# ---- design 1 ----
## src/rtl/note_lane_engine.sv

```systemverilog
`default_nettype none
// ============================================================================
// Module   : note_lane_engine
// Brief    : Falling-note slot engine: spawn, per-frame advance, strum judge,
//            off-screen retire and registered per-lane pixel coverage.
// Revision : 1.0 - initial release
// ============================================================================
module note_lane_engine #(
    parameter int LANES      = 4,
    parameter int SLOTS      = 4,
    parameter int Y_W        = 11,
    parameter int SCREEN_H   = 480,
    parameter int NOTE_H     = 50,
    parameter int NOTE_W     = 50,
    parameter int LANE_X0    = 170,
    parameter int LANE_PITCH = 100,
    parameter int SPEED      = 1,
    parameter int HIT_LO     = 380,
    parameter int HIT_HI     = 430
) (
    input  logic             clk,
    input  logic             reset,
    input  logic             frame_tick,
    input  logic             spawn_valid,
    input  logic [LANES-1:0] spawn_mask,
    output logic             spawn_ready,
    input  logic [LANES-1:0] strum,
    input  logic [9:0]       x,
    input  logic [8:0]       y,
    output logic [LANES-1:0] pix_on,
    output logic [LANES-1:0] hit_pulse,
    output logic [LANES-1:0] miss_pulse,
    output logic [15:0]      hit_count,
    output logic [7:0]       live_count
);

    localparam int c_YE = Y_W + 1;
    localparam logic signed [Y_W-1:0]  c_SPAWN_Y  = Y_W'(-NOTE_H);
    localparam logic signed [c_YE-1:0] c_SCREEN_H = c_YE'(SCREEN_H);
    localparam logic signed [c_YE-1:0] c_HIT_LO   = c_YE'(HIT_LO);
    localparam logic signed [c_YE-1:0] c_HIT_HI   = c_YE'(HIT_HI);
    localparam logic signed [c_YE-1:0] c_NOTE_H   = c_YE'(NOTE_H);
    localparam logic signed [c_YE-1:0] c_SPEED    = c_YE'(SPEED);

    logic [LANES-1:0][SLOTS-1:0] r_valid;
    logic signed [Y_W-1:0]       r_y [LANES][SLOTS];
    logic [LANES-1:0]            r_pix_on;
    logic [LANES-1:0]            r_hit_pulse;
    logic [LANES-1:0]            r_miss_pulse;
    logic [15:0]                 r_hit_count;
    logic [7:0]                  r_live_count;

    logic [LANES-1:0][SLOTS-1:0] w_valid_nxt;
    logic signed [Y_W-1:0]       w_y_nxt [LANES][SLOTS];
    logic [LANES-1:0][SLOTS-1:0] w_hit_sel;
    logic [LANES-1:0][SLOTS-1:0] w_spawn_sel;
    logic [LANES-1:0]            w_lane_free;
    logic [LANES-1:0]            w_found;
    logic [LANES-1:0]            w_taken;
    logic [LANES-1:0]            w_hit;
    logic [LANES-1:0]            w_miss;
    logic [LANES-1:0]            w_pix;
    logic signed [Y_W-1:0]       w_best_y [LANES];
    logic signed [c_YE-1:0]      w_adv;
    logic signed [c_YE-1:0]      w_scan_y;
    logic signed [c_YE-1:0]      w_top;
    logic signed [c_YE-1:0]      w_bot;
    logic [15:0]                 w_scan_x;
    logic [15:0]                 w_x0;
    logic                        w_accept;
    logic [3:0]                  w_hit_n;
    logic [16:0]                 w_hit_sum;
    logic [7:0]                  w_live_n;

    always_comb begin
        w_lane_free = '0;
        w_found     = '0;
        w_taken     = '0;
        w_hit       = '0;
        w_miss      = '0;
        w_pix       = '0;
        w_hit_sel   = '0;
        w_spawn_sel = '0;
        w_valid_nxt = r_valid;
        w_adv       = '0;
        w_top       = '0;
        w_bot       = '0;
        w_x0        = '0;
        w_hit_n     = '0;
        w_live_n    = '0;
        w_scan_x    = 16'(x);
        w_scan_y    = c_YE'({1'b0, y});
        for (int l = 0; l < LANES; l++) begin
            w_best_y[l] = '0;
            for (int s = 0; s < SLOTS; s++) begin
                w_y_nxt[l][s] = r_y[l][s];
            end
        end

        for (int l = 0; l < LANES; l++) begin
            w_lane_free[l] = ~&r_valid[l];
        end
        spawn_ready = &w_lane_free;
        w_accept    = spawn_valid & spawn_ready;

        for (int l = 0; l < LANES; l++) begin
            // Strict '>' keeps the lowest slot index when two candidates tie on y.
            for (int s = 0; s < SLOTS; s++) begin
                if (r_valid[l][s] && (c_YE'(r_y[l][s]) >= c_HIT_LO) &&
                    (c_YE'(r_y[l][s]) <= c_HIT_HI) &&
                    (!w_found[l] || (r_y[l][s] > w_best_y[l]))) begin
                    w_found[l]     = 1'b1;
                    w_best_y[l]    = r_y[l][s];
                    w_hit_sel[l]   = '0;
                    w_hit_sel[l][s] = 1'b1;
                end
            end
            if (!strum[l]) begin
                w_hit_sel[l] = '0;
            end
            w_hit[l]  = strum[l] & w_found[l];
            w_miss[l] = strum[l] & ~w_found[l];

            for (int s = 0; s < SLOTS; s++) begin
                if (!r_valid[l][s] && !w_taken[l]) begin
                    w_taken[l]        = 1'b1;
                    w_spawn_sel[l][s] = w_accept & spawn_mask[l];
                end
            end

            for (int s = 0; s < SLOTS; s++) begin
                w_adv = c_YE'(r_y[l][s]) + c_SPEED;
                if (r_valid[l][s]) begin
                    if (w_hit_sel[l][s]) begin
                        w_valid_nxt[l][s] = 1'b0;
                    end else if (frame_tick) begin
                        if (w_adv >= c_SCREEN_H) begin
                            w_valid_nxt[l][s] = 1'b0;
                            w_miss[l]         = 1'b1;
                        end else begin
                            w_y_nxt[l][s] = w_adv[Y_W-1:0];
                        end
                    end
                end else if (w_spawn_sel[l][s]) begin
                    w_valid_nxt[l][s] = 1'b1;
                    w_y_nxt[l][s]     = c_SPAWN_Y;
                end
            end

            // Pixel coverage uses the slot state seen at the start of the cycle.
            w_x0 = 16'(LANE_X0 + l * LANE_PITCH);
            for (int s = 0; s < SLOTS; s++) begin
                w_top = c_YE'(r_y[l][s]);
                w_bot = w_top + c_NOTE_H;
                if (r_valid[l][s] && (w_scan_x >= w_x0) && (w_scan_x < w_x0 + 16'(NOTE_W)) &&
                    (w_scan_y >= w_top) && (w_scan_y < w_bot)) begin
                    w_pix[l] = 1'b1;
                end
            end
        end

        for (int l = 0; l < LANES; l++) begin
            w_hit_n = w_hit_n + 4'(w_hit[l]);
            for (int s = 0; s < SLOTS; s++) begin
                w_live_n = w_live_n + 8'(w_valid_nxt[l][s]);
            end
        end
        w_hit_sum = 17'(r_hit_count) + 17'(w_hit_n);
    end

    always_ff @(posedge clk or negedge reset) begin
        if (!reset) begin
            r_valid      <= '0;
            r_pix_on     <= '0;
            r_hit_pulse  <= '0;
            r_miss_pulse <= '0;
            r_hit_count  <= '0;
            r_live_count <= '0;
            for (int l = 0; l < LANES; l++) begin
                for (int s = 0; s < SLOTS; s++) begin
                    r_y[l][s] <= '0;
                end
            end
        end else begin
            r_valid      <= w_valid_nxt;
            r_pix_on     <= w_pix;
            r_hit_pulse  <= w_hit;
            r_miss_pulse <= w_miss;
            r_hit_count  <= w_hit_sum[16] ? 16'hFFFF : w_hit_sum[15:0];
            r_live_count <= w_live_n;
            for (int l = 0; l < LANES; l++) begin
                for (int s = 0; s < SLOTS; s++) begin
                    r_y[l][s] <= w_y_nxt[l][s];
                end
            end
        end
    end

    assign pix_on     = r_pix_on;
    assign hit_pulse  = r_hit_pulse;
    assign miss_pulse = r_miss_pulse;
    assign hit_count  = r_hit_count;
    assign live_count = r_live_count;

endmodule
`default_nettype wire

```

## config.mk

```make
export PLATFORM = sky130hd
export DESIGN_NAME = note_lane_engine
export DESIGN_NICKNAME = d
export VERILOG_FILES = /design/src/rtl/note_lane_engine.sv
export SDC_FILE = /design/constraint.sdc
export NUM_CORES = 1
export LEC_CHECK = 0
export ABC_AREA = 1
export CORE_ASPECT_RATIO = 1.4
export CORE_MARGIN = 8
export CORE_UTILIZATION = 37
export CTS_CLUSTER_SIZE = 10
export DETAILED_ROUTE_END_ITERATION = 6
export HOLD_SLACK_MARGIN = 0.12
export PLACE_DENSITY = 0.53
export SETUP_SLACK_MARGIN = 0.1
export SLEW_MARGIN = 20
export SYNTH_ARGS = -nofsm -noshare
export SYNTH_HDL_FRONTEND = slang
export SYNTH_SLANG_ARGS = --single-unit
export TNS_END_PERCENT = 5
```

## constraint.sdc

```tcl
create_clock -name clk -period 8.8 [get_ports clk]
set_input_delay 1.76 -clock clk [delete_from_list [all_inputs] [get_ports clk]]
set_output_delay 1.76 -clock clk [all_outputs]
set_load 0.05 [all_outputs]
```

# ---- design 2 ----
$ cat config.mk
export PLATFORM = sky130hd
export DESIGN_NAME = layer_sequencer
export DESIGN_NICKNAME = d
export VERILOG_FILES = /design/src/rtl/layer_sequencer_pkg.sv /design/src/rtl/layer_sequencer_counter.sv /design/src/rtl/layer_sequencer.sv
export SDC_FILE = /design/constraint.sdc
export NUM_CORES = 1
export LEC_CHECK = 0
export ABC_AREA = 1
export CAP_MARGIN = 25
export CORE_ASPECT_RATIO = 0.6
export CORE_MARGIN = 1.5
export CORE_UTILIZATION = 23
export CTS_CLUSTER_DIAMETER = 200
export DETAILED_ROUTE_END_ITERATION = 10
export SYNTH_ARGS = -nofsm -noshare
export SYNTH_HDL_FRONTEND = slang
export SYNTH_SLANG_ARGS = --single-unit
$ cat constraint.sdc
create_clock -name clk -period 4.19 [get_ports clk]
set_clock_uncertainty 0.15 [all_clocks]
set_input_delay 0.419 -clock clk [delete_from_list [all_inputs] [get_ports clk]]
set_output_delay 0.419 -clock clk [all_outputs]
set_load 0.01 [all_outputs]
$ cat src/rtl/layer_sequencer_pkg.sv
// Shared helpers for layer_sequencer: derived-dimension and counter/address width functions.
package layer_sequencer_pkg;

  localparam int unsigned TREE_CYCLES = 2;

  // Width of a counter that must reach n-1; at least one bit so n==1 still elaborates
  function automatic int unsigned cnt_w(input int unsigned n);
    return (n <= 1) ? 1 : $clog2(n);
  endfunction

  function automatic int unsigned addr_w(input int unsigned depth);
    return (depth <= 1) ? 1 : $clog2(depth);
  endfunction

  function automatic int unsigned conv_dim(input int unsigned img, input int unsigned k);
    return img - k + 1;
  endfunction

endpackage

$ cat src/rtl/layer_sequencer_counter.sv
// Two-level wrap counter: inner runs 0..INNER_N-1, outer steps on inner wrap, wrap pulses at the final count.
module nested_counter
  import layer_sequencer_pkg::*;
#(
  parameter int unsigned OUTER_N = 2,
  parameter int unsigned INNER_N = 2
) (
  input  logic                        clk,
  input  logic                        rst_n,
  input  logic                        en,
  output logic [cnt_w(OUTER_N)-1:0]   outer,
  output logic [cnt_w(INNER_N)-1:0]   inner,
  output logic                        wrap
);

  localparam int unsigned OW_ = cnt_w(OUTER_N);
  localparam int unsigned IW_ = cnt_w(INNER_N);

  logic inner_last;
  logic outer_last;

  assign inner_last = (inner == IW_'(INNER_N - 1));
  assign outer_last = (outer == OW_'(OUTER_N - 1));
  assign wrap       = en & inner_last & outer_last;

  always_ff @(posedge clk or negedge rst_n) begin
    if (!rst_n) begin
      inner <= '0;
      outer <= '0;
    end else if (en) begin
      if (inner_last) begin
        inner <= '0;
        outer <= outer_last ? '0 : outer + OW_'(1);
      end else begin
        inner <= inner + IW_'(1);
      end
    end
  end

endmodule

$ cat src/rtl/layer_sequencer.sv
// Responder side of the layer-controller handshake: owns the per-layer counters and drives ROM/buffer addresses.
module layer_sequencer
  import layer_sequencer_pkg::*;
#(
  parameter int unsigned IC     = 0,
  parameter int unsigned NUM_CH = 1,
  parameter int unsigned IMG_W  = 28,
  parameter int unsigned IMG_H  = 28,
  parameter int unsigned K      = 3,
  parameter int unsigned NUM_OC = 4,
  parameter int unsigned POOL_S = 2,
  localparam int unsigned OW       = conv_dim(IMG_W, K),
  localparam int unsigned OH       = conv_dim(IMG_H, K),
  localparam int unsigned PW       = OW / POOL_S,
  localparam int unsigned PH       = OH / POOL_S,
  localparam int unsigned LOAD_LEN = K * K * NUM_CH,
  localparam int unsigned WT_AW    = addr_w(NUM_OC * LOAD_LEN),
  localparam int unsigned CB_AW    = addr_w(NUM_OC * OW * OH),
  localparam int unsigned PL_AW    = addr_w(NUM_OC * PW * PH)
) (
  input  logic             clk,
  input  logic             rst_n,
  input  logic             c_load,
  input  logic             conv,
  input  logic             tree,
  input  logic             cout,
  input  logic             pool,
  output logic             c_load_done,
  output logic             conv_done,
  output logic             cout_done,
  output logic             pool_done,
  output logic             wt_rd_en,
  output logic [WT_AW-1:0] wt_addr,
  output logic             cbuf_wr_en,
  output logic [CB_AW-1:0] cbuf_wr_addr,
  output logic             cbuf_rd_en,
  output logic [CB_AW-1:0] cbuf_rd_addr,
  output logic             pool_first,
  output logic             pool_wr_en,
  output logic [PL_AW-1:0] pool_wr_addr
);

  localparam int unsigned LDW = cnt_w(LOAD_LEN);
  localparam int unsigned OCW = cnt_w(NUM_OC);

  logic [LDW-1:0]            ld_cnt;
  logic [OCW-1:0]            oc_cnt;
  logic [OCW-1:0]            pc;
  logic [cnt_w(OH)-1:0]      row;
  logic [cnt_w(OW)-1:0]      col;
  logic [cnt_w(PH)-1:0]      pr;
  logic [cnt_w(PW)-1:0]      pcol;
  logic [cnt_w(POOL_S)-1:0]  dr;
  logic [cnt_w(POOL_S)-1:0]  dc;
  logic                      tree_phase;
  logic                      conv_step;
  logic                      win_wrap;
  logic                      pos_wrap;
  logic                      oc_last;
  logic                      pc_last;

  // Weight load
  assign wt_rd_en    = c_load;
  assign c_load_done = c_load & (ld_cnt == LDW'(LOAD_LEN - 1));
  assign wt_addr     = WT_AW'(32'(oc_cnt) * LOAD_LEN + 32'(ld_cnt));

  always_ff @(posedge clk or negedge rst_n) begin
    if (!rst_n)           ld_cnt <= '0;
    else if (c_load_done) ld_cnt <= '0;
    else if (c_load)      ld_cnt <= ld_cnt + LDW'(1);
  end

  // Output channel
  assign oc_last   = (oc_cnt == OCW'(NUM_OC - 1));
  assign cout_done = cout & oc_last;

  always_ff @(posedge clk or negedge rst_n) begin
    if (!rst_n)         oc_cnt <= '0;
    else if (cout_done) oc_cnt <= '0;
    else if (cout)      oc_cnt <= oc_cnt + OCW'(1);
  end

  // With an adder tree the position only commits on the second tree cycle
  always_ff @(posedge clk or negedge rst_n) begin
    if (!rst_n) tree_phase <= 1'b0;
    else        tree_phase <= tree ? ~tree_phase : 1'b0;
  end

  assign conv_step  = (IC == 0) ? conv : (tree & tree_phase);
  assign cbuf_wr_en = conv_step;

  nested_counter #(.OUTER_N(OH), .INNER_N(OW)) u_conv_pos (
    .clk   (clk),
    .rst_n (rst_n),
    .en    (conv_step),
    .outer (row),
    .inner (col),
    .wrap  (conv_done)
  );

  assign cbuf_wr_addr = CB_AW'(32'(oc_cnt) * OW * OH + 32'(row) * OW + 32'(col));

  // Pool: window (dr,dc) innermost, then position (pr,pcol), then channel pc
  nested_counter #(.OUTER_N(POOL_S), .INNER_N(POOL_S)) u_pool_win (
    .clk   (clk),
    .rst_n (rst_n),
    .en    (pool),
    .outer (dr),
    .inner (dc),
    .wrap  (win_wrap)
  );

  nested_counter #(.OUTER_N(PH), .INNER_N(PW)) u_pool_pos (
    .clk   (clk),
    .rst_n (rst_n),
    .en    (win_wrap),
    .outer (pr),
    .inner (pcol),
    .wrap  (pos_wrap)
  );

  assign pc_last = (pc == OCW'(NUM_OC - 1));

  always_ff @(posedge clk or negedge rst_n) begin
    if (!rst_n)        pc <= '0;
    else if (pos_wrap) pc <= pc_last ? '0 : pc + OCW'(1);
  end

  assign cbuf_rd_en   = pool;
  assign pool_first   = pool & (dr == '0) & (dc == '0);
  assign pool_wr_en   = win_wrap;
  assign pool_done    = pos_wrap & pc_last;
  assign cbuf_rd_addr = CB_AW'(32'(pc) * OW * OH + (32'(pr) * POOL_S + 32'(dr)) * OW
                               + 32'(pcol) * POOL_S + 32'(dc));
  assign pool_wr_addr = PL_AW'(32'(pc) * PW * PH + 32'(pr) * PW + 32'(pcol));

endmodule

==> design_2/clocks.png <==
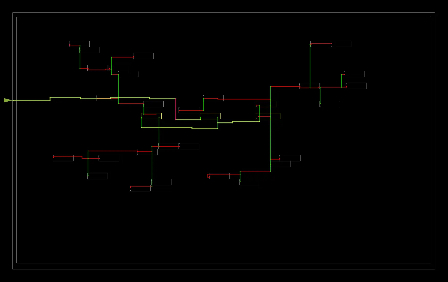
clock sink total: 28
cts bufs inserted: 3

==> flow_summary.yaml, design 2 <==
# yosys + openroad results
run_status:
  outcome: "finished, violations left"
  violations: "negative setup slack"
die:
  fp.dieArea_um2: 22300
  taps: 279
  initCoreUtil_pct: 23.4
placement:
  dp_cells: 1031
  post_dp_cell_area_um2: 6360
logic_synthesis:
  ys_warn_count: 0
  yosysTopAreaCell: "ha_1"
  synth.most_common_cell: "inv_1"
  synth_area_per_cell_um2: 7.82
  ys.flop_type: "dfrtp_1"
  ys_area_um2: 4920
layout:
  lay_top_cells: "inv_1 (117), nand2_1 (87), ha_1 (86)"
  fin_util_pct: 34.7
  antenna_cells: 0
  logic_area_um2: 4330
grt:
  grt_start_max_net_pins: 29
  grt_usage_pct: 11.8
drt:
  drt_first_pass_iters: 4
  drc: 0
timing:
  setup_ws_ns: -0.139
  finalSetupTns_ns: -0.601
  finalSetupViolations: 7
setup_path:
  reg2reg_from: "u_conv_pos.inner[1]"
  cp_slowest_stage_delay_ns: 0.57
  path_max_fanout: 3
==> design_1/layer_met4.png <==
Supply wires on this layer in grey.
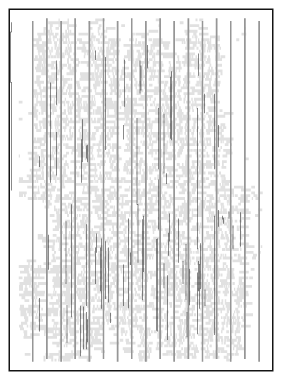
The wires run mostly vertical. The layer holds 3.6% of the routed length.
via count: 28200
DRT Wirelength: 92.1 mm

==> flow_summary.yaml, design 1 <==
# yosys + openroad results
die:
  taps: 984
  rows: 121
  core_um2: 77200
logic_synthesis:
  ys_warn_count: 0
  synth_cell_types: 60
  ys_area_um2: 28700
  synth_area_per_cell_um2: 6.71
  area_leaders: "ha_1 (20%), dfrtp_1 (20%), nand2_1 (16%), inv_1 (5.6%), nand3_1 (5.5%)"
  async_flop_share_pct: 100
  seq_area_frac_synth_pct: 19.6
  yosysTopAreaCell: "ha_1"
  adder_share_pct: 20.9
  synth-compound-area-share_pct: 11.6
timing:
  hold_viol: 0
  period_used_pct: 94.3
  holdWs_ns: 0.475
  finClkSkew_ns: 0.0209
  slew-limit-headroom_pct: 28.0
  max_freq_mhz: 120
setup_path:
  rrSetupSlack_ns: 0.50
  start_kind: "register"
  cp_num_buf_inv: 5
  worstSetupPathType: "reg -> reg"
  crit_family: "adder cells"
  crit_path_top_delay_cell: "fa_1"
  crit_cells: 54
  endpoint: "live_count[4]"
  critPathLaunch: "r_y[122]"
drt:
  drt_first_iter_violations: 1481
  detail_route.wl_per_cell_um: 17.0
  drt_first_pass_iters: 5
  drc: 0
  met2WireLength_mm: 47.3
  wl_met1_mm: 38.6
layout:
  buffer_area_share_pct: 5.02
  area_growth_pct: 13.7
  antenna_cells: 1
  seq_area_share_pct: 17.3
  flop_area_um2: 5640
  lay_top_cells: "nand2_1 (1164), ha_1 (442), inv_1 (422)"
  nClkBuffers: 49
  fin_nets: 4911
  logic_area_um2: 21300
  final_cells: 5416
  final_cell_area_um2: 32600
grt:
  grt.overflow.total: 0
  grt.met2_usage_pct: 38.4
  grt-busiest-layer: "met2"
placement:
  io_buffers: 63
  place_ws_ns: -0.141
clock_network:
  cts_resized: 16
  cts_max_path_buffers: 3
  cts_tree: "yes"
  htreeDepth: 1
run_status:
  outcome: "completed"
min_path:
  hold_path_end: "r_y[86]"
  hold_path.class: "reg -> reg"

# ---- design 3 ----
==> design_3/layer_met2.png <==
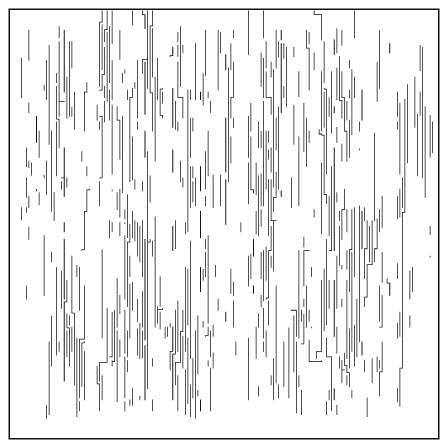

<file path="src/rtl/morse_pkg.sv">
// rtl/morse_pkg.sv - shared types and defaults for the Morse reader blocks
package morse_pkg;

  // Width of the press-duration tick count shared with the tick generator.
  localparam int TICK_W = 17;

  localparam int CLK_F_DEF           = 25000000;
  localparam int TICK_RATE_DEF       = 9600;
  localparam int MIN_PRESS_TICKS_DEF = 96;
  localparam int DASH_TICKS_DEF      = 2400;
  localparam int GAP_TICKS_DEF       = 7200;
  localparam int MAX_SYMBOLS_DEF     = 5;

  typedef enum logic [1:0] {
    ST_IDLE  = 2'd0,
    ST_PRESS = 2'd1,
    ST_GAP   = 2'd2
  } state_e;

  // Clock cycles per tick; never below one so a prescaler can always wrap.
  function automatic int tick_div(input int clk_f, input int tick_rate);
    int d;
    d = clk_f / tick_rate;
    return (d < 1) ? 1 : d;
  endfunction

endpackage

</file>
<file path="src/rtl/morse_symbol_decoder_tick_prescaler.sv">
// rtl/morse_symbol_decoder_tick_prescaler.sv - free-running 0..DIV-1 divider with wrap pulse
module tick_prescaler #(
  parameter int DIV = 2604
) (
  input  logic clk,
  input  logic rst_n,
  input  logic clear,
  output logic tick
);

  localparam int CW = (DIV > 1) ? $clog2(DIV) : 1;
  localparam logic [CW-1:0] LAST = CW'(DIV - 1);

  logic [CW-1:0] cnt_q;
  logic [CW-1:0] cnt_d;

  // The wrap pulse is not gated by clear, so a caller can act on a wrap
  // that coincides with its own restart request.
  assign tick = (cnt_q == LAST);

  // Next count: restart on clear, otherwise wrap at DIV-1.
  always_comb begin
    cnt_d = cnt_q;
    if (clear) begin
      cnt_d = '0;
    end else if (cnt_q == LAST) begin
      cnt_d = '0;
    end else begin
      cnt_d = cnt_q + CW'(1);
    end
  end

  // Count register.
  always_ff @(posedge clk or negedge rst_n) begin
    if (!rst_n) begin
      cnt_q <= '0;
    end else begin
      cnt_q <= cnt_d;
    end
  end

endmodule

</file>
<file path="src/rtl/morse_symbol_decoder.sv">
// rtl/morse_symbol_decoder.sv - classifies presses into dots/dashes and groups them into letters
module morse_symbol_decoder
  import morse_pkg::*;
#(
  parameter int CLK_F           = CLK_F_DEF,
  parameter int TICK_RATE       = TICK_RATE_DEF,
  parameter int MIN_PRESS_TICKS = MIN_PRESS_TICKS_DEF,
  parameter int DASH_TICKS      = DASH_TICKS_DEF,
  parameter int GAP_TICKS       = GAP_TICKS_DEF,
  parameter int MAX_SYMBOLS     = MAX_SYMBOLS_DEF
) (
  input  logic              clk,
  input  logic              rst_n,
  input  logic              start,
  input  logic [TICK_W-1:0] ticks,
  output logic              symbol_valid,
  output logic              symbol_is_dash,
  output logic              letter_valid,
  output logic [2:0]        letter_len,
  output logic [4:0]        letter_bits,
  output logic              letter_overflow
);

  localparam int DIV = tick_div(CLK_F, TICK_RATE);
  localparam int GW  = $clog2(GAP_TICKS + 1);

  localparam logic [TICK_W-1:0] MIN_T    = TICK_W'(MIN_PRESS_TICKS);
  localparam logic [TICK_W-1:0] DASH_T   = TICK_W'(DASH_TICKS);
  localparam logic [GW-1:0]     GAP_LAST = GW'(GAP_TICKS - 1);
  localparam logic [2:0]        MAX_CNT  = 3'(MAX_SYMBOLS);

  // Button synchroniser and edge detection.
  logic sync1_q;
  logic start_s_q;
  logic start_prev_q;
  logic rise;
  logic fall;

  state_e state_q;
  state_e state_d;

  logic [TICK_W-1:0] hold_q;
  logic [TICK_W-1:0] hold_d;
  logic [2:0]        cnt_q;
  logic [2:0]        cnt_d;
  logic [4:0]        bits_q;
  logic [4:0]        bits_d;
  logic              ovf_q;
  logic              ovf_d;
  logic [GW-1:0]     gap_q;
  logic [GW-1:0]     gap_d;

  logic       sym_valid_q;
  logic       sym_dash_q;
  logic       let_valid_q;
  logic [2:0] let_len_q;
  logic [4:0] let_bits_q;
  logic       let_ovf_q;

  // Decoded events driven by the output process.
  logic press_short;
  logic press_dash;
  logic accept;
  logic drop;
  logic reach;
  logic hold_clr;
  logic presc_clr;
  logic gap_tick;

  assign rise = start_s_q & ~start_prev_q;
  assign fall = ~start_s_q & start_prev_q;

  tick_prescaler #(
    .DIV (DIV)
  ) u_gap_presc (
    .clk   (clk),
    .rst_n (rst_n),
    .clear (presc_clr),
    .tick  (gap_tick)
  );

  // Two-flop synchroniser plus the previous synchronised level for edges.
  always_ff @(posedge clk or negedge rst_n) begin
    if (!rst_n) begin
      sync1_q      <= 1'b0;
      start_s_q    <= 1'b0;
      start_prev_q <= 1'b0;
    end else begin
      sync1_q      <= start;
      start_s_q    <= sync1_q;
      start_prev_q <= start_s_q;
    end
  end

  // State register.
  always_ff @(posedge clk or negedge rst_n) begin
    if (!rst_n) begin
      state_q <= ST_IDLE;
    end else begin
      state_q <= state_d;
    end
  end

  // Next-state logic; a letter closing together with a new press still
  // heads straight to PRESS because the letter is emitted in that same cycle.
  always_comb begin
    state_d = state_q;
    case (state_q)
      ST_IDLE: begin
        if (rise) begin
          state_d = ST_PRESS;
        end
      end
      ST_PRESS: begin
        if (fall) begin
          if (press_short && (cnt_q == 3'd0)) begin
            state_d = ST_IDLE;
          end else begin
            state_d = ST_GAP;
          end
        end
      end
      ST_GAP: begin
        if (rise) begin
          state_d = ST_PRESS;
        end else if (reach) begin
          state_d = ST_IDLE;
        end
      end
      default: state_d = ST_IDLE;
    endcase
  end

  // Output/event decode for the current state.
  always_comb begin
    press_short = (hold_q < MIN_T);
    press_dash  = (hold_q >= DASH_T);
    accept      = 1'b0;
    drop        = 1'b0;
    reach       = 1'b0;
    hold_clr    = 1'b0;
    presc_clr   = 1'b1;
    case (state_q)
      ST_IDLE: begin
        hold_clr = rise;
      end
      ST_PRESS: begin
        accept = fall && !press_short && (cnt_q < MAX_CNT);
        drop   = fall && !press_short && (cnt_q >= MAX_CNT);
      end
      ST_GAP: begin
        hold_clr  = rise;
        presc_clr = rise;
        reach     = gap_tick && (gap_q == GAP_LAST);
      end
      default: ;
    endcase
  end

  // Datapath next values: held press length, gap counter and the letter being built.
  always_comb begin
    hold_d = hold_q;
    if (start_s_q && (ticks != '0)) begin
      hold_d = ticks;
    end else if (hold_clr) begin
      hold_d = '0;
    end

    gap_d = gap_q;
    if ((state_q != ST_GAP) || rise) begin
      gap_d = '0;
    end else if (gap_tick) begin
      gap_d = gap_q + GW'(1);
    end

    cnt_d  = cnt_q;
    bits_d = bits_q;
    ovf_d  = ovf_q;
    if (reach) begin
      cnt_d  = 3'd0;
      bits_d = 5'd0;
      ovf_d  = 1'b0;
    end else if (accept) begin
      for (int i = 0; i < 5; i++) begin
        if (cnt_q == 3'(i)) begin
          bits_d[i] = press_dash;
        end
      end
      cnt_d = cnt_q + 3'd1;
    end else if (drop) begin
      ovf_d = 1'b1;
    end
  end

  // Datapath registers.
  always_ff @(posedge clk or negedge rst_n) begin
    if (!rst_n) begin
      hold_q <= '0;
      gap_q  <= '0;
      cnt_q  <= 3'd0;
      bits_q <= 5'd0;
      ovf_q  <= 1'b0;
    end else begin
      hold_q <= hold_d;
      gap_q  <= gap_d;
      cnt_q  <= cnt_d;
      bits_q <= bits_d;
      ovf_q  <= ovf_d;
    end
  end

  // Registered outputs: symbol/letter strobes and the held letter fields.
  always_ff @(posedge clk or negedge rst_n) begin
    if (!rst_n) begin
      sym_valid_q <= 1'b0;
      sym_dash_q  <= 1'b0;
      let_valid_q <= 1'b0;
      let_len_q   <= 3'd0;
      let_bits_q  <= 5'd0;
      let_ovf_q   <= 1'b0;
    end else begin
      sym_valid_q <= accept;
      if (accept) begin
        sym_dash_q <= press_dash;
      end
      let_valid_q <= reach;
      if (reach) begin
        let_len_q  <= cnt_q;
        let_bits_q <= bits_q;
        let_ovf_q  <= ovf_q;
      end
    end
  end

  assign symbol_valid    = sym_valid_q;
  assign symbol_is_dash  = sym_dash_q;
  assign letter_valid    = let_valid_q;
  assign letter_len      = let_len_q;
  assign letter_bits     = let_bits_q;
  assign letter_overflow = let_ovf_q;

endmodule

</file>
<file path="config.mk">
export PLATFORM = sky130hd
export DESIGN_NAME = morse_symbol_decoder
export DESIGN_NICKNAME = d
export VERILOG_FILES = /design/src/rtl/morse_pkg.sv /design/src/rtl/morse_symbol_decoder_tick_prescaler.sv /design/src/rtl/morse_symbol_decoder.sv
export SDC_FILE = /design/constraint.sdc
export NUM_CORES = 1
export LEC_CHECK = 0
export CAP_MARGIN = 20
export CELL_PAD_IN_SITES_DETAIL_PLACEMENT = 1
export CELL_PAD_IN_SITES_GLOBAL_PLACEMENT = 1
export CORE_UTILIZATION = 52
export CTS_BUF_LIST = sky130_fd_sc_hd__clkbuf_8
export CTS_CLUSTER_SIZE = 16
export DETAILED_ROUTE_END_ITERATION = 6
export DONT_BUFFER_PORTS = 1
export PLACE_DENSITY_LB_ADDON = 0.1
export SYNTH_ARGS = -nofsm -noshare
export SYNTH_HDL_FRONTEND = slang
export SYNTH_HIERARCHICAL = 1
export SYNTH_SLANG_ARGS = --single-unit
export TNS_END_PERCENT = 100
</file>
<file path="constraint.sdc">
create_clock -name clk -period 3.5 [get_ports clk]
set_input_delay 0.7 -clock clk [delete_from_list [all_inputs] [get_ports clk]]
set_output_delay 0.7 -clock clk [all_outputs]
set_load 0.01 [all_outputs]
</file>
# ---- design 4 ----
### src/rtl/control_unit_mc.sv
// control_unit_mc: multi-cycle FETCH/EXECUTE/WRITEBACK/NEXT sequencer for the 8-bit CPU with a
// req/ack instruction fetch, end-of-program detection, start/restart and a retired counter.
module control_unit_mc #(
  parameter int unsigned OP_W       = 3,
  parameter int unsigned RA_W       = 2,
  parameter int unsigned PC_W       = 8,
  parameter int unsigned PC_LAST    = (2 ** PC_W) - 1,
  parameter int unsigned CNT_W      = 16,
  parameter bit          AUTO_START = 1'b1
) (
  input  logic                         clk_i,
  input  logic                         reset_ni,
  input  logic                         start_i,
  output logic                         imem_req_o,
  input  logic                         imem_ack_i,
  input  logic [OP_W+3*RA_W-1:0]       instr_i,
  input  logic                         instr_valid_i,
  output logic [OP_W-1:0]              opcode_o,
  output logic [RA_W-1:0]              ra1_o,
  output logic [RA_W-1:0]              ra2_o,
  output logic [RA_W-1:0]              wa_o,
  output logic                         we_o,
  output logic [PC_W-1:0]              pc_o,
  output logic                         busy_o,
  output logic                         done_o,
  output logic [CNT_W-1:0]             retired_o
);

  localparam int unsigned INSTR_W = OP_W + 3 * RA_W;
  localparam logic [PC_W-1:0] PcLast = PC_W'(PC_LAST);
  localparam logic [CNT_W-1:0] CntMax = {CNT_W{1'b1}};

  typedef enum logic [2:0] {
    StIdle,
    StFetch,
    StExecute,
    StWriteback,
    StNext,
    StDone
  } state_e;

  localparam state_e StReset = AUTO_START ? StFetch : StIdle;

  state_e               state_q, state_d;
  logic [PC_W-1:0]      pc_q, pc_d;
  logic [INSTR_W-1:0]   ir_q, ir_d;
  logic [CNT_W-1:0]     retired_q, retired_d;
  logic                 show_ir;

  always_ff @(posedge clk_i) begin
    if (!reset_ni) begin
      state_q   <= StReset;
      pc_q      <= '0;
      ir_q      <= '0;
      retired_q <= '0;
    end else begin
      state_q   <= state_d;
      pc_q      <= pc_d;
      ir_q      <= ir_d;
      retired_q <= retired_d;
    end
  end

  always_comb begin
    state_d   = state_q;
    pc_d      = pc_q;
    ir_d      = ir_q;
    retired_d = retired_q;
    unique case (state_q)
      StIdle, StDone: begin
        if (start_i) begin
          state_d   = StFetch;
          pc_d      = '0;
          retired_d = '0;
        end
      end
      StFetch: begin
        // Ack with instr_valid low is the end-of-program marker; nothing is latched.
        if (imem_ack_i) begin
          if (instr_valid_i) begin
            ir_d    = instr_i;
            state_d = StExecute;
          end else begin
            state_d = StDone;
          end
        end
      end
      StExecute: begin
        state_d = StWriteback;
      end
      StWriteback: begin
        if (retired_q != CntMax) begin
          retired_d = retired_q + CNT_W'(1);
        end
        state_d = StNext;
      end
      StNext: begin
        if (pc_q == PcLast) begin
          state_d = StDone;
        end else begin
          pc_d    = pc_q + PC_W'(1);
          state_d = StFetch;
        end
      end
      default: begin
        state_d = StReset;
      end
    endcase
  end

  always_comb begin
    imem_req_o = 1'b0;
    we_o       = 1'b0;
    busy_o     = 1'b0;
    done_o     = 1'b0;
    show_ir    = 1'b0;
    unique case (state_q)
      StFetch: begin
        imem_req_o = 1'b1;
        busy_o     = 1'b1;
      end
      StExecute, StNext: begin
        busy_o  = 1'b1;
        show_ir = 1'b1;
      end
      StWriteback: begin
        busy_o  = 1'b1;
        show_ir = 1'b1;
        we_o    = 1'b1;
      end
      StDone: begin
        done_o = 1'b1;
      end
      default: begin
      end
    endcase
  end

  assign opcode_o  = show_ir ? ir_q[INSTR_W-1 -: OP_W] : '0;
  assign ra1_o     = show_ir ? ir_q[3*RA_W-1 -: RA_W]  : '0;
  assign ra2_o     = show_ir ? ir_q[2*RA_W-1 -: RA_W]  : '0;
  assign wa_o      = show_ir ? ir_q[RA_W-1:0]          : '0;
  assign pc_o      = pc_q;
  assign retired_o = retired_q;

endmodule

### config.mk
export PLATFORM = sky130hd
export DESIGN_NAME = control_unit_mc
export DESIGN_NICKNAME = d
export VERILOG_FILES = /design/src/rtl/control_unit_mc.sv
export SDC_FILE = /design/constraint.sdc
export NUM_CORES = 1
export LEC_CHECK = 0
export ABC_AREA = 1
export CAP_MARGIN = 10
export CORE_ASPECT_RATIO = 0.75
export CORE_MARGIN = 1
export CORE_UTILIZATION = 56
export CTS_BUF_LIST = sky130_fd_sc_hd__clkbuf_8
export CTS_CLUSTER_SIZE = 20
export DETAILED_ROUTE_END_ITERATION = 8
export PLACE_DENSITY = 0.88
export SYNTH_ARGS = -nofsm -noshare
export SYNTH_HDL_FRONTEND = slang
export SYNTH_SLANG_ARGS = --single-unit
### constraint.sdc
create_clock -name clk_i -period 2.45 [get_ports clk_i]
set_clock_uncertainty 0.1 [all_clocks]
set_input_delay 0.49 -clock clk_i [delete_from_list [all_inputs] [get_ports clk_i]]
set_output_delay 0.49 -clock clk_i [all_outputs]
set_load 0.005 [all_outputs]
# ---- design 5 ----
File: src/rtl/rs232_tx_encoder.sv
// rs232_tx_encoder: buffered UART transmitter for the RS-232 command link.
// Accepts bytes on a valid/ready interface into a small FIFO and serialises
// each one as start bit, 8 data bits LSB first, optional even parity, then
// 1 or 2 stop bits. The baud timing comes from a divider on the system clock.
//
// Ports:
//   clock      system clock
//   reset      synchronous, active-low reset
//   tx_byte    byte to transmit
//   tx_valid   tx_byte is valid this cycle
//   tx_ready   FIFO can accept a byte this cycle (registered)
//   tx         serial line, idle high (registered)
//   busy       FIFO non-empty or a frame in progress (registered)
//   fifo_count bytes held in the FIFO, excluding the byte being shifted
//   overflow   sticky: a write was offered while tx_ready was low
module rs232_tx_encoder #(
  parameter int unsigned CLKS_PER_BIT    = 8750,
  parameter int unsigned FIFO_DEPTH_LOG2 = 3,
  parameter int unsigned PARITY_EN       = 0,
  parameter int unsigned STOP_BITS       = 1
) (
  input  logic                     clock,
  input  logic                     reset,
  input  logic [7:0]               tx_byte,
  input  logic                     tx_valid,
  output logic                     tx_ready,
  output logic                     tx,
  output logic                     busy,
  output logic [FIFO_DEPTH_LOG2:0] fifo_count,
  output logic                     overflow
);

  localparam int unsigned DEPTH  = 1 << FIFO_DEPTH_LOG2;
  localparam int unsigned PTR_W  = FIFO_DEPTH_LOG2;
  localparam int unsigned CNT_W  = FIFO_DEPTH_LOG2 + 1;
  localparam int unsigned BAUD_W = (CLKS_PER_BIT > 2) ? $clog2(CLKS_PER_BIT) : 1;

  localparam logic [BAUD_W-1:0] BAUD_LAST  = BAUD_W'(CLKS_PER_BIT - 1);
  localparam logic [BAUD_W-1:0] BAUD_ONE   = BAUD_W'(1);
  localparam logic [PTR_W-1:0]  PTR_ONE    = PTR_W'(1);
  localparam logic [CNT_W-1:0]  CNT_ONE    = CNT_W'(1);
  localparam logic [CNT_W-1:0]  FULL_COUNT = CNT_W'(DEPTH);
  localparam logic [2:0]        STOP_LAST  = 3'(STOP_BITS - 1);

  typedef enum logic [2:0] {
    S_IDLE,
    S_START,
    S_DATA,
    S_PARITY,
    S_STOP
  } state_t;

  // FIFO storage and bookkeeping
  logic [7:0]       mem_q [DEPTH];
  logic [PTR_W-1:0] wr_ptr_q, wr_ptr_d;
  logic [PTR_W-1:0] rd_ptr_q, rd_ptr_d;
  logic [CNT_W-1:0] count_q, count_d;
  logic             tx_ready_q, tx_ready_d;
  logic             overflow_q, overflow_d;

  // Transmit engine
  state_t            state_q, state_d;
  logic [BAUD_W-1:0] baud_q, baud_d;
  logic [2:0]        bit_cnt_q, bit_cnt_d;
  logic [7:0]        shift_q, shift_d;
  logic              parity_q, parity_d;
  logic              tx_q, tx_d;
  logic              busy_q, busy_d;

  logic       push_c;
  logic       pop_c;
  logic       load_c;
  logic       baud_wrap_c;
  logic [7:0] head_c;

  assign push_c = tx_valid & tx_ready_q;
  assign head_c = mem_q[rd_ptr_q];

  // Transmit FSM: next state, baud/bit counters and serial output
  always_comb begin
    state_d     = state_q;
    baud_d      = baud_q;
    bit_cnt_d   = bit_cnt_q;
    shift_d     = shift_q;
    parity_d    = parity_q;
    tx_d        = tx_q;
    load_c      = 1'b0;
    baud_wrap_c = (baud_q == BAUD_LAST);

    if (state_q != S_IDLE) begin
      baud_d = baud_wrap_c ? '0 : baud_q + BAUD_ONE;
    end

    case (state_q)
      S_IDLE: begin
        tx_d = 1'b1;
        if (count_q != '0) begin
          load_c = 1'b1;
        end
      end
      S_START: begin
        if (baud_wrap_c) begin
          state_d   = S_DATA;
          bit_cnt_d = 3'd0;
          tx_d      = shift_q[0];
        end
      end
      S_DATA: begin
        if (baud_wrap_c) begin
          if (bit_cnt_q == 3'd7) begin
            bit_cnt_d = 3'd0;
            if (PARITY_EN != 0) begin
              state_d = S_PARITY;
              tx_d    = parity_q;
            end else begin
              state_d = S_STOP;
              tx_d    = 1'b1;
            end
          end else begin
            bit_cnt_d = bit_cnt_q + 3'd1;
            shift_d   = {1'b0, shift_q[7:1]};
            tx_d      = shift_q[1];
          end
        end
      end
      S_PARITY: begin
        if (baud_wrap_c) begin
          state_d   = S_STOP;
          bit_cnt_d = 3'd0;
          tx_d      = 1'b1;
        end
      end
      S_STOP: begin
        tx_d = 1'b1;
        if (baud_wrap_c) begin
          if (bit_cnt_q == STOP_LAST) begin
            // Back-to-back frames: start the next one with no idle gap
            if (count_q != '0) begin
              load_c = 1'b1;
            end else begin
              state_d = S_IDLE;
            end
          end else begin
            bit_cnt_d = bit_cnt_q + 3'd1;
          end
        end
      end
      default: begin
        state_d = S_IDLE;
        tx_d    = 1'b1;
      end
    endcase

    // Frame start: pop the FIFO head and drive the start bit
    if (load_c) begin
      state_d   = S_START;
      shift_d   = head_c;
      parity_d  = ^head_c;
      baud_d    = '0;
      bit_cnt_d = 3'd0;
      tx_d      = 1'b0;
    end
  end

  assign pop_c = load_c;

  // FIFO pointers, occupancy, ready and overflow
  always_comb begin
    wr_ptr_d   = wr_ptr_q;
    rd_ptr_d   = rd_ptr_q;
    count_d    = count_q;
    overflow_d = overflow_q | (tx_valid & ~tx_ready_q);

    if (push_c) begin
      wr_ptr_d = wr_ptr_q + PTR_ONE;
    end
    if (pop_c) begin
      rd_ptr_d = rd_ptr_q + PTR_ONE;
    end
    case ({push_c, pop_c})
      2'b10:   count_d = count_q + CNT_ONE;
      2'b01:   count_d = count_q - CNT_ONE;
      default: count_d = count_q;
    endcase

    tx_ready_d = (count_d != FULL_COUNT);
    busy_d     = (state_d != S_IDLE) | (count_d != '0);
  end

  // State and output registers
  always_ff @(posedge clock) begin
    if (!reset) begin
      wr_ptr_q   <= '0;
      rd_ptr_q   <= '0;
      count_q    <= '0;
      tx_ready_q <= 1'b0;
      overflow_q <= 1'b0;
      state_q    <= S_IDLE;
      baud_q     <= '0;
      bit_cnt_q  <= 3'd0;
      shift_q    <= 8'd0;
      parity_q   <= 1'b0;
      tx_q       <= 1'b1;
      busy_q     <= 1'b0;
    end else begin
      wr_ptr_q   <= wr_ptr_d;
      rd_ptr_q   <= rd_ptr_d;
      count_q    <= count_d;
      tx_ready_q <= tx_ready_d;
      overflow_q <= overflow_d;
      state_q    <= state_d;
      baud_q     <= baud_d;
      bit_cnt_q  <= bit_cnt_d;
      shift_q    <= shift_d;
      parity_q   <= parity_d;
      tx_q       <= tx_d;
      busy_q     <= busy_d;
    end
  end

  // FIFO storage has no reset; the pointers define its contents
  always_ff @(posedge clock) begin
    if (reset && push_c) begin
      mem_q[wr_ptr_q] <= tx_byte;
    end
  end

  assign tx_ready   = tx_ready_q;
  assign tx         = tx_q;
  assign busy       = busy_q;
  assign fifo_count = count_q;
  assign overflow   = overflow_q;

endmodule

File: config.mk
export PLATFORM = sky130hd
export DESIGN_NAME = rs232_tx_encoder
export DESIGN_NICKNAME = d
export VERILOG_FILES = /design/src/rtl/rs232_tx_encoder.sv
export SDC_FILE = /design/constraint.sdc
export NUM_CORES = 1
export LEC_CHECK = 0
export ABC_AREA = 1
export CAP_MARGIN = 30
export CELL_PAD_IN_SITES_DETAIL_PLACEMENT = 1
export CELL_PAD_IN_SITES_GLOBAL_PLACEMENT = 1
export CORE_MARGIN = 4
export CORE_UTILIZATION = 35
export CTS_BUF_LIST = sky130_fd_sc_hd__clkbuf_4 sky130_fd_sc_hd__clkbuf_8
export CTS_CLUSTER_SIZE = 40
export DETAILED_ROUTE_END_ITERATION = 12
export PLACE_DENSITY_LB_ADDON = 0.1
export SLEW_MARGIN = 20
export SYNTH_ARGS = -nofsm -noshare
export SYNTH_HDL_FRONTEND = slang
export SYNTH_SLANG_ARGS = --single-unit
File: constraint.sdc
create_clock -name clock -period 3.2 [get_ports clock]
set_clock_uncertainty 0.15 [all_clocks]
set_input_delay 0.48 -clock clock [delete_from_list [all_inputs] [get_ports clock]]
set_output_delay 0.48 -clock clock [all_outputs]
set_load 0.02 [all_outputs]
==> design_3/layer_met3.png <==
The bar under the picture is 20 µm long.
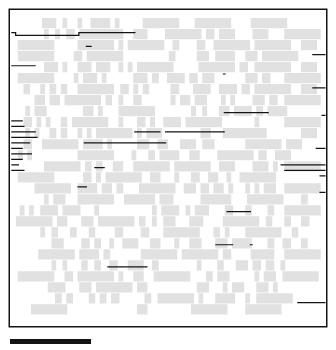
25 nets have wire on it. The layer holds 3.1% of the routed length. The wires run mostly horizontal. The layer carries 189 µm of wire. The longest straight run is 20.0 µm.
DRT Wirelength: 6.16 mm
grt met3 use: 4.77%
via count: 2143

Notes on design_3/layer_met2.png above:
The layer carries 2990 µm of wire. The longest straight run is 43.2 µm. 278 nets have wire on it.
GR Util met2: 35.8%

==> flow_summary.yaml, design 3 <==
# yosys + openroad results
run_status:
  outcome: "completed"
clock_network:
  cts-root-buf: "clkbuf_8"
  cts_hold_buffers: 0
  clock_latency_ns: 0.35
layout:
  design.seq.count: 63
  fin_nets: 310
  clkCellAreaFrac_pct: 6.75
  drive_above_1_share_pct: 12.9
  fin_util_pct: 58.9
  largest_register: "gap_q"
  final_cells: 359
  signal_buffers: 2
  largest_reg_flops: 13
logic_synthesis:
  ys_warn_count: 6
  synth-xor-area-share_pct: 3.79
  yosysTopAreaCell: "dfrtp_1"
  ys_area_um2: 3010
  netlist_logic_family_top: "simple AND/OR/NAND/NOR gates"
  synth.most_common_cell: "dfrtp_1"
  synth-compound-area-share_pct: 11.5
  seq_area_frac_synth_pct: 52.5
  area_leaders: "dfrtp_1 (52%), mux2_2 (3.7%), ha_1 (3.3%), nand2_1 (3.1%), nor2_1 (2.9%)"
timing:
  grt_setup_unrepaired: "no"
  finalSetupViolations: 0
  slew-limit-headroom_pct: 55.6
  holdWs_ns: 0.0394
  finalSetupTns_ns: 0
power_and_ir_drop:
  p_clk_mw: 0.703
  pg_comb_mw: 0.231
  leakage_nw: 1.43
  p_comb_share_pct: 12.8
  power_mw: 1.81
placement:
  place_ws_ns: 0.672
  dp_cells: 343
  post_dp_cell_area_um2: 3040
drt:
  antenna_left: 0
  drt_first_iter_violations: 136
setup_path:
  cp_num_buf_inv: 0
  worstSetupPathType: "reg -> reg"
  cp_cell_sequence: "or4_4 -> nor3_1 -> nand4_1 -> nor4_4 -> a22oi_1 -> mux2_2"
grt:
  grt_pass1_wl_mm: 10.7
min_path:
  hold_path.class: "in -> async"
die:
  taps: 72
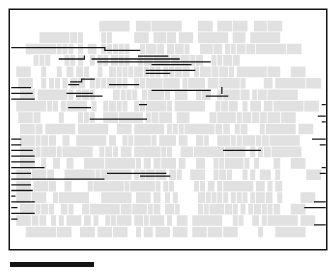
(design_4/layer_met3.png)
The bar under the picture is 20 µm long.
The layer carries 325 µm of wire. The wires run mostly horizontal. The longest straight run is 26.7 µm.

==> design_4/layer_met1.png <==
Supply wires on this layer in grey.
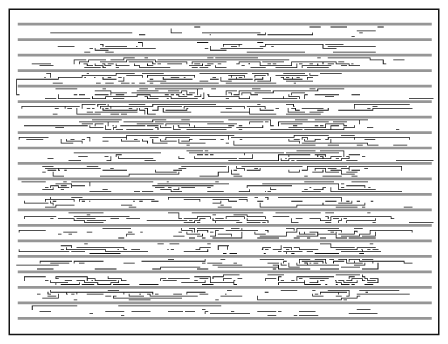
The longest straight run is 23.0 µm. The layer holds 48% of the routed length. The layer carries 2450 µm of wire.
GR Layer Usage met1: 35.0%
DRT Wirelength: 5.11 mm
via count: 2291

==> flow_summary.yaml, design 4 <==
# yosys + openroad results
layout:
  logic_gate_count: 241
  num-nonclk-inverters: 51
  flop_area_um2: 721
  signal_buffers: 54
  nClkBuffers: 5
  area_growth_pct: 26.7
  fin_util_pct: 75.8
  seq_area_share_pct: 25.3
  largestClassByArea: "multi-input combinational cells"
grt:
  grt_pass1_vias: 2005
  grt.met2_usage_pct: 42.0
run:
  warnings: 26
clock_network:
  post_cts.repair.setup_buffers: 1
  cts.clk_slew.worst_paths_ns: 0.06
  cts_buffers: 5
  numClockSinks: 36
  clock_latency_ns: 0.28
setup_path:
  rrSetupSlack_ns: 0.63
  path_max_fanout: 7
  crit_family: "buffers and inverters"
  start_kind: "register"
  cp.arrival_ns: 1.72
  r2r-end: "retired_o[2]"
timing:
  hold_viol: 0
  worstMarginPinSlew_ns: 0.633
  setup_ws_ns: 0.142
  period_minus_slack_ns: 2.31
min_path:
  hold_path_end: "ir_q[1]"
  min-delay-start: "ir_q[1]"
power_and_ir_drop:
  power_density_nw_per_um2: 667
  leakage_nw: 1.09
  ir_worst_vdd_uv: 495
  pg_comb_mw: 0.834
  power-top-group: "combinational logic"
logic_synthesis:
  adder_share_pct: 1.11
  ys_sh_mux_pct: 0
  area_leaders: "dfxtp_1 (32%), nand2_1 (11%), nor2_1 (8.3%), inv_1 (7.7%), nand3_1 (5.8%)"
  netlist_logic_family_top: "simple AND/OR/NAND/NOR gates"
  synth_area_per_cell_um2: 6.67
  yosysTopAreaCellShare_pct: 32.1
  synth-xor-area-share_pct: 0.779
  syn_inst: 337
placement:
  post_dp_cell_area_um2: 2770
  io_buffers: 50
  hpwl_mm: 3.77
die:
  num_io_pins: 51
  die_w_um: 75.2
drt:
  met2WireLength_mm: 2.32
  dr_wl_met3_um: 324
  drc: 0
run_status:
  outcome: "completed"
==> design_5/logic_types.png <==
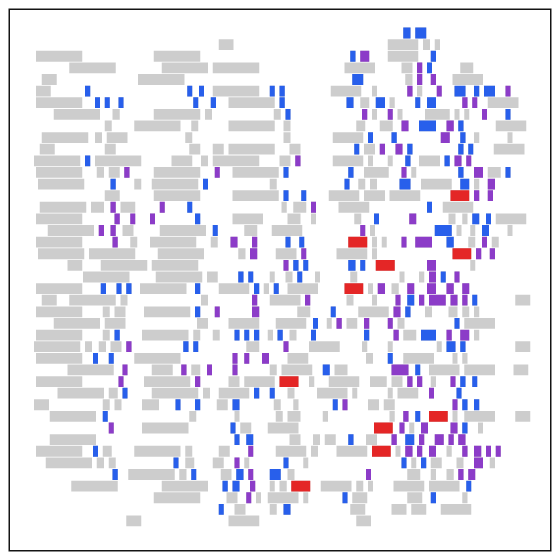
Key: blue = nor cells [cells 135, most used nor2_1, where all over the die]; red = fa/ha/maj cells [cells 10, most used ha_1]; purple = nand cells [cells 116, most used nand2_1]
dominant logic cell type in the layout: nor2_1
Non-Filler Instances: 757

==> flow_summary.yaml, design 5 <==
# yosys + openroad results
setup_path:
  cp_slowest_stage_delay_ns: 0.34
  cp.arrival_ns: 3.04
  cp_cell_sequence: "inv_1 -> ha_1 -> nand3_1 -> nor2_4 -> nand2_4 -> o21ai_2 -> nand2_4 -> inv_2 -> ha_1 -> nand2_1 -> inv_1 -> nor2_2 -> ha_1 -> o21a_1 -> nor2_1 -> nand3_1 -> nor2_1 -> nand2_1 -> nor2_1 -> nor2_1"
  cp_num_buf_inv: 3
layout:
  lay_top_cells: "nor2_1 (108), nand2_1 (81), edfxtp_1 (64)"
  comb_area_share_pct: 32.0
  design.seq.count: 109
  fin_nets: 593
run:
  maxCapViolCount: 0
run_status:
  outcome: "completed"
drt:
  dr_wl_met3_um: 278
  drt-total-wl_mm: 11.7
grt:
  antenna_found_initial: 0
clock_network:
  cts_resized: 0
logic_synthesis:
  yosys_cells: 542
  yosys-top-cells-count: "nor2_1 (109), nand2_1 (81), edfxtp_1 (64)"
timing:
  holdWs_ns: 0.330


==> gallery <==
M2 wires.
picture 1
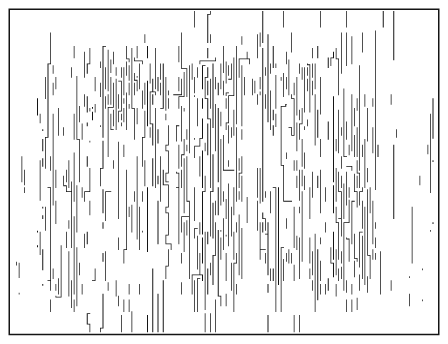
picture 2
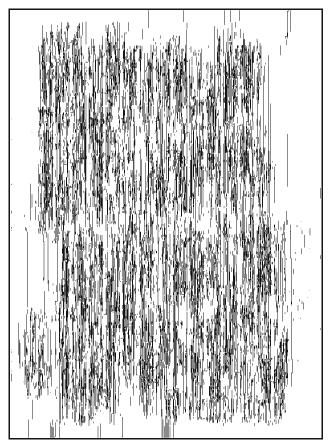
picture 3
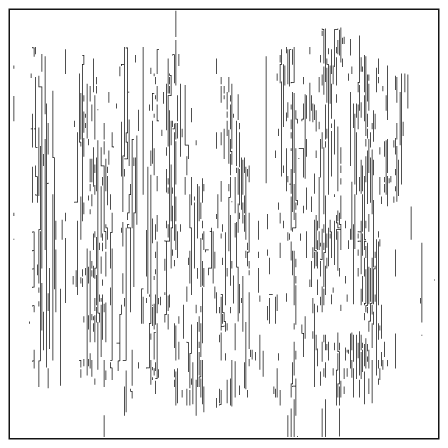
picture 4
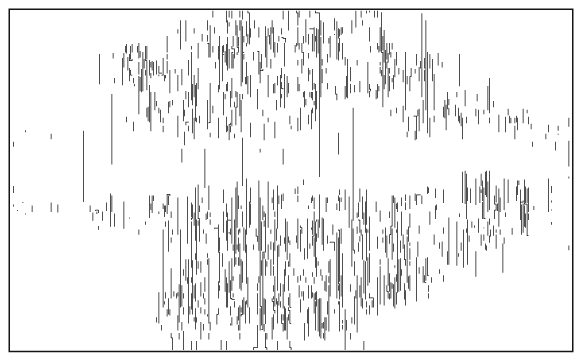
- design 2 = picture 4
- design 1 = picture 2
- design 5 = picture 3
- design 4 = picture 1

Key to picture 2:
The layer carries 47.3 mm of wire. 3733 nets have wire on it. The longest straight run is 103 µm. The wires run mostly vertical.

No activity file was given, so power comes from the tool's default toggle rates.
